==================== block 1
Fig. 1: block 1, clock nets
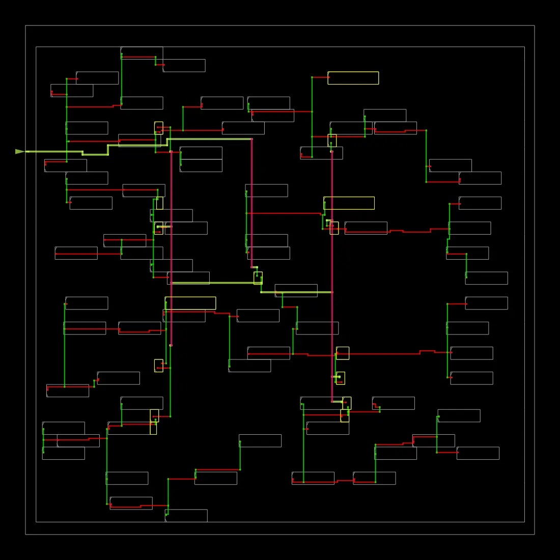

--- src/rtl/pc_sequencer.sv ---
// rtl/pc_sequencer.sv - multicycle fetch/execute sequencer driving the PC unit
//
// Purpose:
//   Steps each instruction through FETCH (MEM_LAT cycles), DECODE and EXEC.
//   It also handles the IN handshake (WAIT_IN) and HALT/resume.
//   In EXEC it turns the decoded class flags into a PC unit select and a
//   register write strobe. Retired-instruction and input-wait counters are
//   kept for debug.
//
// Parameters:
//   MEM_LAT  instruction fetch latency in cycles, 1..15
//   CNT_W    width of the retired / wait counters
//
// Ports:
//   clock       system clock, rising edge
//   reset       asynchronous active-high reset
//   is_halt     decoded class HALT
//   is_in       decoded class IN (read input device)
//   is_jump     decoded class unconditional jump
//   is_branch   decoded class conditional branch
//   in_valid    input device has data (level)
//   resume      leave HALT
//   pc_sel      PC unit select: 1=+1 2=branch 3=jump 4=hold 5=advance on process_in
//   process_in  PC unit advance strobe for select 5
//   pc_rst_n    PC unit synchronous clear, active-low
//   ir_load     load instruction register
//   reg_write   register file write enable
//   in_ack      input consumed
//   halted      high while in HALT
//   err_multi   sticky: more than one class flag seen in EXEC
//   retired     instructions completed (wraps)
//   wait_cnt    cycles spent in WAIT_IN for the latest IN (saturates)

module pc_sequencer #(
  parameter int MEM_LAT = 1,
  parameter int CNT_W   = 32
) (
  input  logic             clock,
  input  logic             reset,
  input  logic             is_halt,
  input  logic             is_in,
  input  logic             is_jump,
  input  logic             is_branch,
  input  logic             in_valid,
  input  logic             resume,
  output logic [3:0]       pc_sel,
  output logic             process_in,
  output logic             pc_rst_n,
  output logic             ir_load,
  output logic             reg_write,
  output logic             in_ack,
  output logic             halted,
  output logic             err_multi,
  output logic [CNT_W-1:0] retired,
  output logic [CNT_W-1:0] wait_cnt
);

  typedef enum logic [2:0] {
    ST_RST_HOLD = 3'd0,
    ST_FETCH    = 3'd1,
    ST_DECODE   = 3'd2,
    ST_EXEC     = 3'd3,
    ST_WAIT_IN  = 3'd4,
    ST_HALT     = 3'd5
  } state_t;

  localparam logic [3:0] SEL_INC     = 4'd1;
  localparam logic [3:0] SEL_BRANCH  = 4'd2;
  localparam logic [3:0] SEL_JUMP    = 4'd3;
  localparam logic [3:0] SEL_HOLD    = 4'd4;
  localparam logic [3:0] SEL_PROC_IN = 4'd5;

  localparam logic [3:0]       LP_FETCH_LAST = 4'(MEM_LAT - 1);
  localparam logic [CNT_W-1:0] LP_ONE        = {{(CNT_W-1){1'b0}}, 1'b1};

  state_t           r_state;
  logic [3:0]       r_fetch_cnt;
  logic [CNT_W-1:0] r_retired;
  logic [CNT_W-1:0] r_wait_cnt;
  logic             r_err_multi;

  logic             w_fetch_last;
  logic [2:0]       w_flag_sum;
  logic             w_multi;

  assign w_fetch_last = (r_fetch_cnt == LP_FETCH_LAST);
  assign w_flag_sum   = {2'b00, is_halt} + {2'b00, is_in} + {2'b00, is_jump} + {2'b00, is_branch};
  assign w_multi      = (w_flag_sum >= 3'd2);

  // State and counters. Reset holds the sequencer in RST_HOLD so the PC unit
  // sees its clear for exactly one edge after reset is released.
  always_ff @(posedge clock or posedge reset) begin
    if (reset) begin
      r_state     <= ST_RST_HOLD;
      r_fetch_cnt <= 4'd0;
      r_retired   <= '0;
      r_wait_cnt  <= '0;
      r_err_multi <= 1'b0;
    end else begin
      case (r_state)
        ST_RST_HOLD: begin
          r_state <= ST_FETCH;
        end
        ST_FETCH: begin
          if (w_fetch_last) begin
            r_fetch_cnt <= 4'd0;
            r_state     <= ST_DECODE;
          end else begin
            r_fetch_cnt <= r_fetch_cnt + 4'd1;
          end
        end
        ST_DECODE: begin
          r_state <= ST_EXEC;
        end
        ST_EXEC: begin
          if (w_multi) begin
            r_err_multi <= 1'b1;
          end
          if (is_halt) begin
            r_retired <= r_retired + LP_ONE;
            r_state   <= ST_HALT;
          end else if (is_in) begin
            // IN retires only once the input is consumed in WAIT_IN
            r_wait_cnt <= '0;
            r_state    <= ST_WAIT_IN;
          end else begin
            r_retired <= r_retired + LP_ONE;
            r_state   <= ST_FETCH;
          end
        end
        ST_WAIT_IN: begin
          if (in_valid) begin
            r_retired <= r_retired + LP_ONE;
            r_state   <= ST_FETCH;
          end else if (r_wait_cnt != {CNT_W{1'b1}}) begin
            r_wait_cnt <= r_wait_cnt + LP_ONE;
          end
        end
        ST_HALT: begin
          if (resume) begin
            r_state <= ST_FETCH;
          end
        end
        default: begin
          r_state <= ST_RST_HOLD;
        end
      endcase
    end
  end

  // Output decode from state plus the inputs sampled in EXEC / WAIT_IN / HALT.
  // Because it is combinational from state, strobes drop the moment the async
  // reset forces RST_HOLD.
  always_comb begin
    pc_sel     = SEL_HOLD;
    process_in = 1'b0;
    pc_rst_n   = 1'b1;
    ir_load    = 1'b0;
    reg_write  = 1'b0;
    in_ack     = 1'b0;
    halted     = 1'b0;
    case (r_state)
      ST_RST_HOLD: begin
        pc_rst_n = 1'b0;
      end
      ST_FETCH: begin
        ir_load = w_fetch_last;
      end
      ST_EXEC: begin
        if (is_halt || is_in) begin
          pc_sel = SEL_HOLD;
        end else if (is_jump) begin
          pc_sel = SEL_JUMP;
        end else if (is_branch) begin
          // the PC unit resolves the branch condition itself
          pc_sel = SEL_BRANCH;
        end else begin
          pc_sel    = SEL_INC;
          reg_write = 1'b1;
        end
      end
      ST_WAIT_IN: begin
        pc_sel     = SEL_PROC_IN;
        process_in = in_valid;
        in_ack     = in_valid;
        reg_write  = in_valid;
      end
      ST_HALT: begin
        halted = 1'b1;
        if (resume) begin
          pc_sel = SEL_INC;
        end
      end
      default: begin
        pc_sel = SEL_HOLD;
      end
    endcase
  end

  assign retired   = r_retired;
  assign wait_cnt  = r_wait_cnt;
  assign err_multi = r_err_multi;

endmodule

--- config.mk ---
export PLATFORM = sky130hd
export DESIGN_NAME = pc_sequencer
export DESIGN_NICKNAME = d
export VERILOG_FILES = /design/src/rtl/pc_sequencer.sv
export SDC_FILE = /design/constraint.sdc
export NUM_CORES = 1
export LEC_CHECK = 0
export CAP_MARGIN = 40
export CORE_MARGIN = 2
export CORE_UTILIZATION = 35
export CTS_BUF_LIST = sky130_fd_sc_hd__clkbuf_2
export CTS_CLUSTER_SIZE = 25
export DETAILED_ROUTE_END_ITERATION = 8
export GPL_TIMING_DRIVEN = 0
export SLEW_MARGIN = 15
export SYNTH_ARGS = -nofsm -noshare
export SYNTH_HDL_FRONTEND = slang
export SYNTH_SLANG_ARGS = --single-unit
export TNS_END_PERCENT = 1
--- constraint.sdc ---
create_clock -name clock -period 3.91 [get_ports clock]
set_input_delay 0.782 -clock clock [delete_from_list [all_inputs] [get_ports clock]]
set_output_delay 0.782 -clock clock [all_outputs]
set_load 0.005 [all_outputs]
==================== block 2
--- src/rtl/hall_call_dispatcher.sv ---
// hall_call_dispatcher: latches hall calls, scans them round-robin and sends each
// to the nearest eligible of two cars, with a per-car arrival watchdog.
module hall_call_dispatcher #(
    parameter int TIMEOUT = 1023
) (
    input  logic       clk,
    input  logic       reset,
    input  logic [3:0] call_btn,
    input  logic [3:0] elev1_floor,
    input  logic [3:0] elev2_floor,
    input  logic       elev1_ready,
    input  logic       elev2_ready,
    input  logic       elev1_arrived,
    input  logic       elev2_arrived,
    output logic [3:0] elev1_target,
    output logic [3:0] elev2_target,
    output logic       elev1_go,
    output logic       elev2_go,
    output logic       elev1_fault,
    output logic       elev2_fault,
    output logic [3:0] pending
);
    localparam int CW = $clog2(TIMEOUT + 1);
    typedef enum logic [1:0] {IDLE, GO, WAIT} state_t;
    state_t        st [2];
    logic [3:0]    tgt [2];
    logic [3:0]    flr [2];
    logic [CW-1:0] cnt [2];
    logic [1:0]    e [2];
    logic [1:0]    d [2];
    logic [1:0]    rdy, arr, go, fault, elig, pick;
    logic [3:0]    assigned, cand, clr_arr, clr_flt;
    logic [1:0]    ptr, sel;
    logic          found;
    assign flr[0] = elev1_floor;
    assign flr[1] = elev2_floor;
    assign rdy = {elev2_ready, elev1_ready};
    assign arr = {elev2_arrived, elev1_arrived};
    assign elev1_target = tgt[0];
    assign elev2_target = tgt[1];
    assign {elev2_go, elev1_go} = go;
    assign {elev2_fault, elev1_fault} = fault;
    always_comb begin
        cand = pending & ~assigned;
        sel = ptr;
        found = 1'b0;
        // descending scan so the candidate closest after ptr is the one kept
        for (int i = 3; i >= 0; i--)
            if (cand[2'(ptr + 2'(i))]) begin
                sel = 2'(ptr + 2'(i));
                found = 1'b1;
            end
        clr_arr = '0;
        clr_flt = '0;
        for (int c = 0; c < 2; c++) begin
            e[c] = {flr[c][3] | flr[c][2], flr[c][3] | flr[c][1]};
            d[c] = e[c] > sel ? e[c] - sel : sel - e[c];
            elig[c] = st[c] == IDLE && rdy[c] && $onehot(flr[c]) && !fault[c];
            if (st[c] == WAIT && arr[c])
                clr_arr = clr_arr | tgt[c];
            if (st[c] == WAIT && !arr[c] && cnt[c] == CW'(TIMEOUT - 1))
                clr_flt = clr_flt | tgt[c];
        end
        pick[0] = found && elig[0] && (!elig[1] || d[0] <= d[1]);
        pick[1] = found && elig[1] && (!elig[0] || d[1] < d[0]);
    end
    always_ff @(posedge clk) begin
        if (reset) begin
            pending <= '0;
            assigned <= '0;
            ptr <= '0;
            go <= '0;
            fault <= '0;
            for (int c = 0; c < 2; c++) begin
                st[c] <= IDLE;
                tgt[c] <= '0;
                cnt[c] <= '0;
            end
        end else begin
            // a button in the same cycle as an arrival re-raises the floor
            pending <= (pending & ~clr_arr) | call_btn;
            assigned <= (assigned & ~clr_arr & ~clr_flt) | (|pick ? 4'b0001 << sel : 4'b0000);
            if (|pick)
                ptr <= sel + 2'd1;
            go <= pick;
            for (int c = 0; c < 2; c++)
                case (st[c])
                    IDLE: if (pick[c]) begin
                        st[c] <= GO;
                        tgt[c] <= 4'b0001 << sel;
                    end
                    GO: begin
                        st[c] <= WAIT;
                        cnt[c] <= '0;
                    end
                    WAIT: if (arr[c])
                        st[c] <= IDLE;
                    else if (cnt[c] == CW'(TIMEOUT - 1)) begin
                        st[c] <= IDLE;
                        fault[c] <= 1'b1;
                    end else
                        cnt[c] <= cnt[c] + 1'b1;
                    default: st[c] <= IDLE;
                endcase
        end
    end
endmodule

--- config.mk ---
export PLATFORM = sky130hd
export DESIGN_NAME = hall_call_dispatcher
export DESIGN_NICKNAME = d
export VERILOG_FILES = /design/src/rtl/hall_call_dispatcher.sv
export SDC_FILE = /design/constraint.sdc
export NUM_CORES = 1
export LEC_CHECK = 0
export CORE_UTILIZATION = 35
export CTS_CLUSTER_SIZE = 24
export DETAILED_ROUTE_END_ITERATION = 10
export PLACE_DENSITY = 0.59
export SYNTH_ARGS = -nofsm -noshare
export SYNTH_HDL_FRONTEND = slang
export SYNTH_SLANG_ARGS = --single-unit
--- constraint.sdc ---
create_clock -name clk -period 5.8 [get_ports clk]
set_input_delay 0.87 -clock clk [delete_from_list [all_inputs] [get_ports clk]]
set_output_delay 0.87 -clock clk [all_outputs]
set_load 0.005 [all_outputs]
Fig. 2: block 1, cells coloured by class
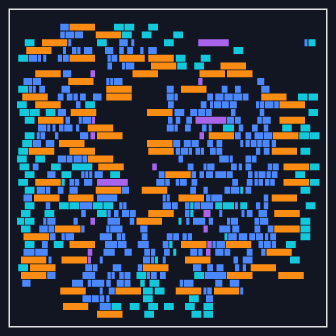
- clock drivers and dummy loads: purple (cells 16)
- registers: orange (cells 72)
- remaining logic cells: blue (cells 323)
- remaining buffers and delay cells: cyan (cells 98)

Notes on Fig. 1 above:
number of buffers created by CTS: 9
final sequential cell count: 72
power attributed to the clock group: 0.550 mW

==> impl_report.txt, block 1 <==
==== FLOW RESULTS ====
----------------------------------------------------
[Final timing]
  Hold WS ........................ roughly 0.48 ns
  Max-slew headroom ........................ 0.373

[Setup path]
  Cell count of the worst reg-to-reg path ........................ 6
  Timing endpoint of the critical path ........................ pc_sel[0]
  Setup slack on the worst flop-to-flop path ........................ roughly 1.4 ns
  Sum of buffers and inverters on the critical path ........................ 2
  Data arrival, critical path ........................ 2.56 ns

[Layout]
  Clock network area share ........................ 0.0301
  Multi-input combinational cell area ........................ roughly 2000 um^2
  Fraction of area in registers ........................ 0.350

[Global route]
  Wire length of the first global-routing pass ........................ about 18,000 um
  Overflow left after global routing ........................ 0

[Synthesis]
  Count of cell types in the netlist ........................ about 60
  Share of flip-flops with an asynchronous set or reset after synthesis ........................ 1.00
  Avg Cell Area, Syn ........................ ~9.7 um^2
  Post-synthesis instance area ........................ 3990 um^2

[Pwr]
  Leakage ........................ about 2.2 nW

[Drt]
  Count of vias placed by the detailed router ........................ 3,596
  DR vias/cell ........................ 5.54

[Floorplanning]
  Tapcells ........................ around 140

[Clock tree]
  Maximum buffer depth of the clock tree ........................ 2

[Run status]
  Run status ........................ complete, no violations

----------------------------------------------------
[block 1: flip-flops by register name (all words and copies together) (netlist names)]
name	count
err_multi	1
r_state	3
retired	32
wait_cnt	32
r_fetch_cnt	4
[block 1: metal layers]
metal / vias up / global-route usage / part of all wire
met3: 18 / 0.0503 / 0.073
met5: - / 0 / 0
met2: 123 / 0.285 / 0.46
met1: 1748 / 0.235 / 0.44
li1: 1707 / - / -
met4: 0 / 0.0733 / 0.020
[block 1: stage by stage]
step	TNS, ns	cells
floorplan	0	411
CTS	0	649
finish	0	649
global placement	-3.02	632
global route	0	649
detailed placement	0	633
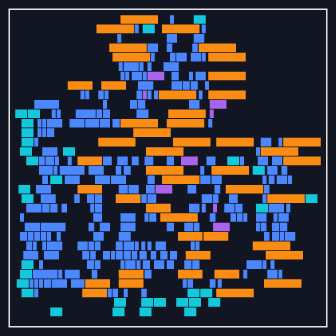
Fig. 3. Cells coloured by class (block 2).
- remaining buffers and delay cells: cyan (cells 33)
- registers: orange (cells 46)
- remaining logic cells: blue (cells 229)
- clock drivers and dummy loads: purple (cells 8)
standard-cell rows: 32
final core utilization: 0.429

==> impl_report.txt, block 2 <==
==== FLOW RESULTS ====
----------------------------------------------------
[Drt]
  Total Routed Length ........................ around 6000 um
  Wire length on met1 ........................ ~2900 um
  First-pass detailed-route iteration total ........................ 4
  Metal3 WL ........................ 248 um

[Placement]
  Pre-CTS setup slack ........................ 1.71 ns
  Port Buffer Count ........................ 33
  Placed cell area ........................ 3220 um^2

[Pwr]
  Leakage ........................ approximately 1.3 nW

[Floorplanning]
  Horizontal extent of the die ........................ 91.1 um
  Core utilization at floorplan ........................ 0.362

[Global route]
  Vias in the first global route ........................ about 2,000

[Synthesis]
  Number of enable-type register cells in the synthesized netlist ........................ 31
  Area leader share ........................ 0.335
  Avg Cell Area, Syn ........................ slightly below 10 um^2
  Share of flip-flops with an asynchronous set or reset after synthesis ........................ 0

[Clock tree]
  Buffer count from post-CTS setup fixing ........................ 0
  Clock-pin slew of the registers on the worst-case setup and hold paths ........................ 0.09 ns
  Clock sink count ........................ 46

[Layout]
  FILL cells ........................ approximately 770

[Run status]
  Run status ........................ complete, no violations

[Hold path]
  Hold Path Stages ........................ 2

[Setup path]
  Cell count of the worst reg-to-reg path ........................ 16

----------------------------------------------------
-- block 2: final cells by class --
class	count	area (um^2)	area share
clock buffers	8	80.1	0.0243
flip-flops and latches	46	1230	0.374
multi-input cells	208	1450	0.439
repair buffers	33	330	0.100
inverters	21	78.8	0.0239
well taps	102	128	0.0387
-- block 2: logic make-up (layout without fill, tap and decap cells) --
logic type	count (synthesis)	after routing	synth area share
AOI/OAI and AO/OA	47	47	0.110
xor gates and xnor gates	15	15	0.0473
adders and majority gates	25	25	0.123
buffers and inverters	27	62	0.0365
DFF	46	46	0.443
muxes	2	2	0.00765
and+or+nand+nor	119	119	0.232


==> notes/layouts.md <==
Pictures saved along the way, in no particular order.

Wiring heat map.
picture 1
22 x 22 tiles, from dark blue (low) to red (high), scaled to the fullest tile. Values are wire area over tile area, all layers added.
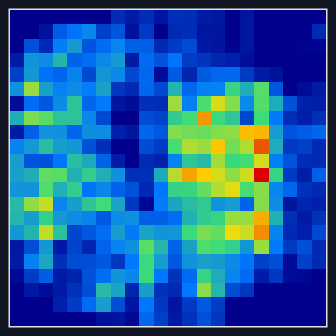
picture 2
18 x 18 tiles, from dark blue (low) to red (high), scaled to the fullest tile. Values are wire area over tile area, all layers added.
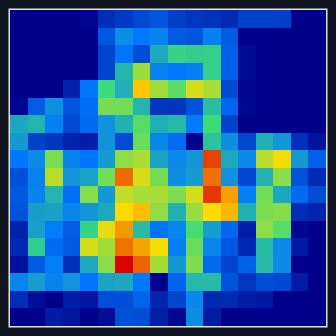
picture 1 -> block 1
picture 2 -> block 2

Key to picture 1:
- fullest tile: 0.61
- emptiest ninth of the die: upper right
- tiles over half the peak: 13%

Power is estimated from default activity; no workload was simulated.
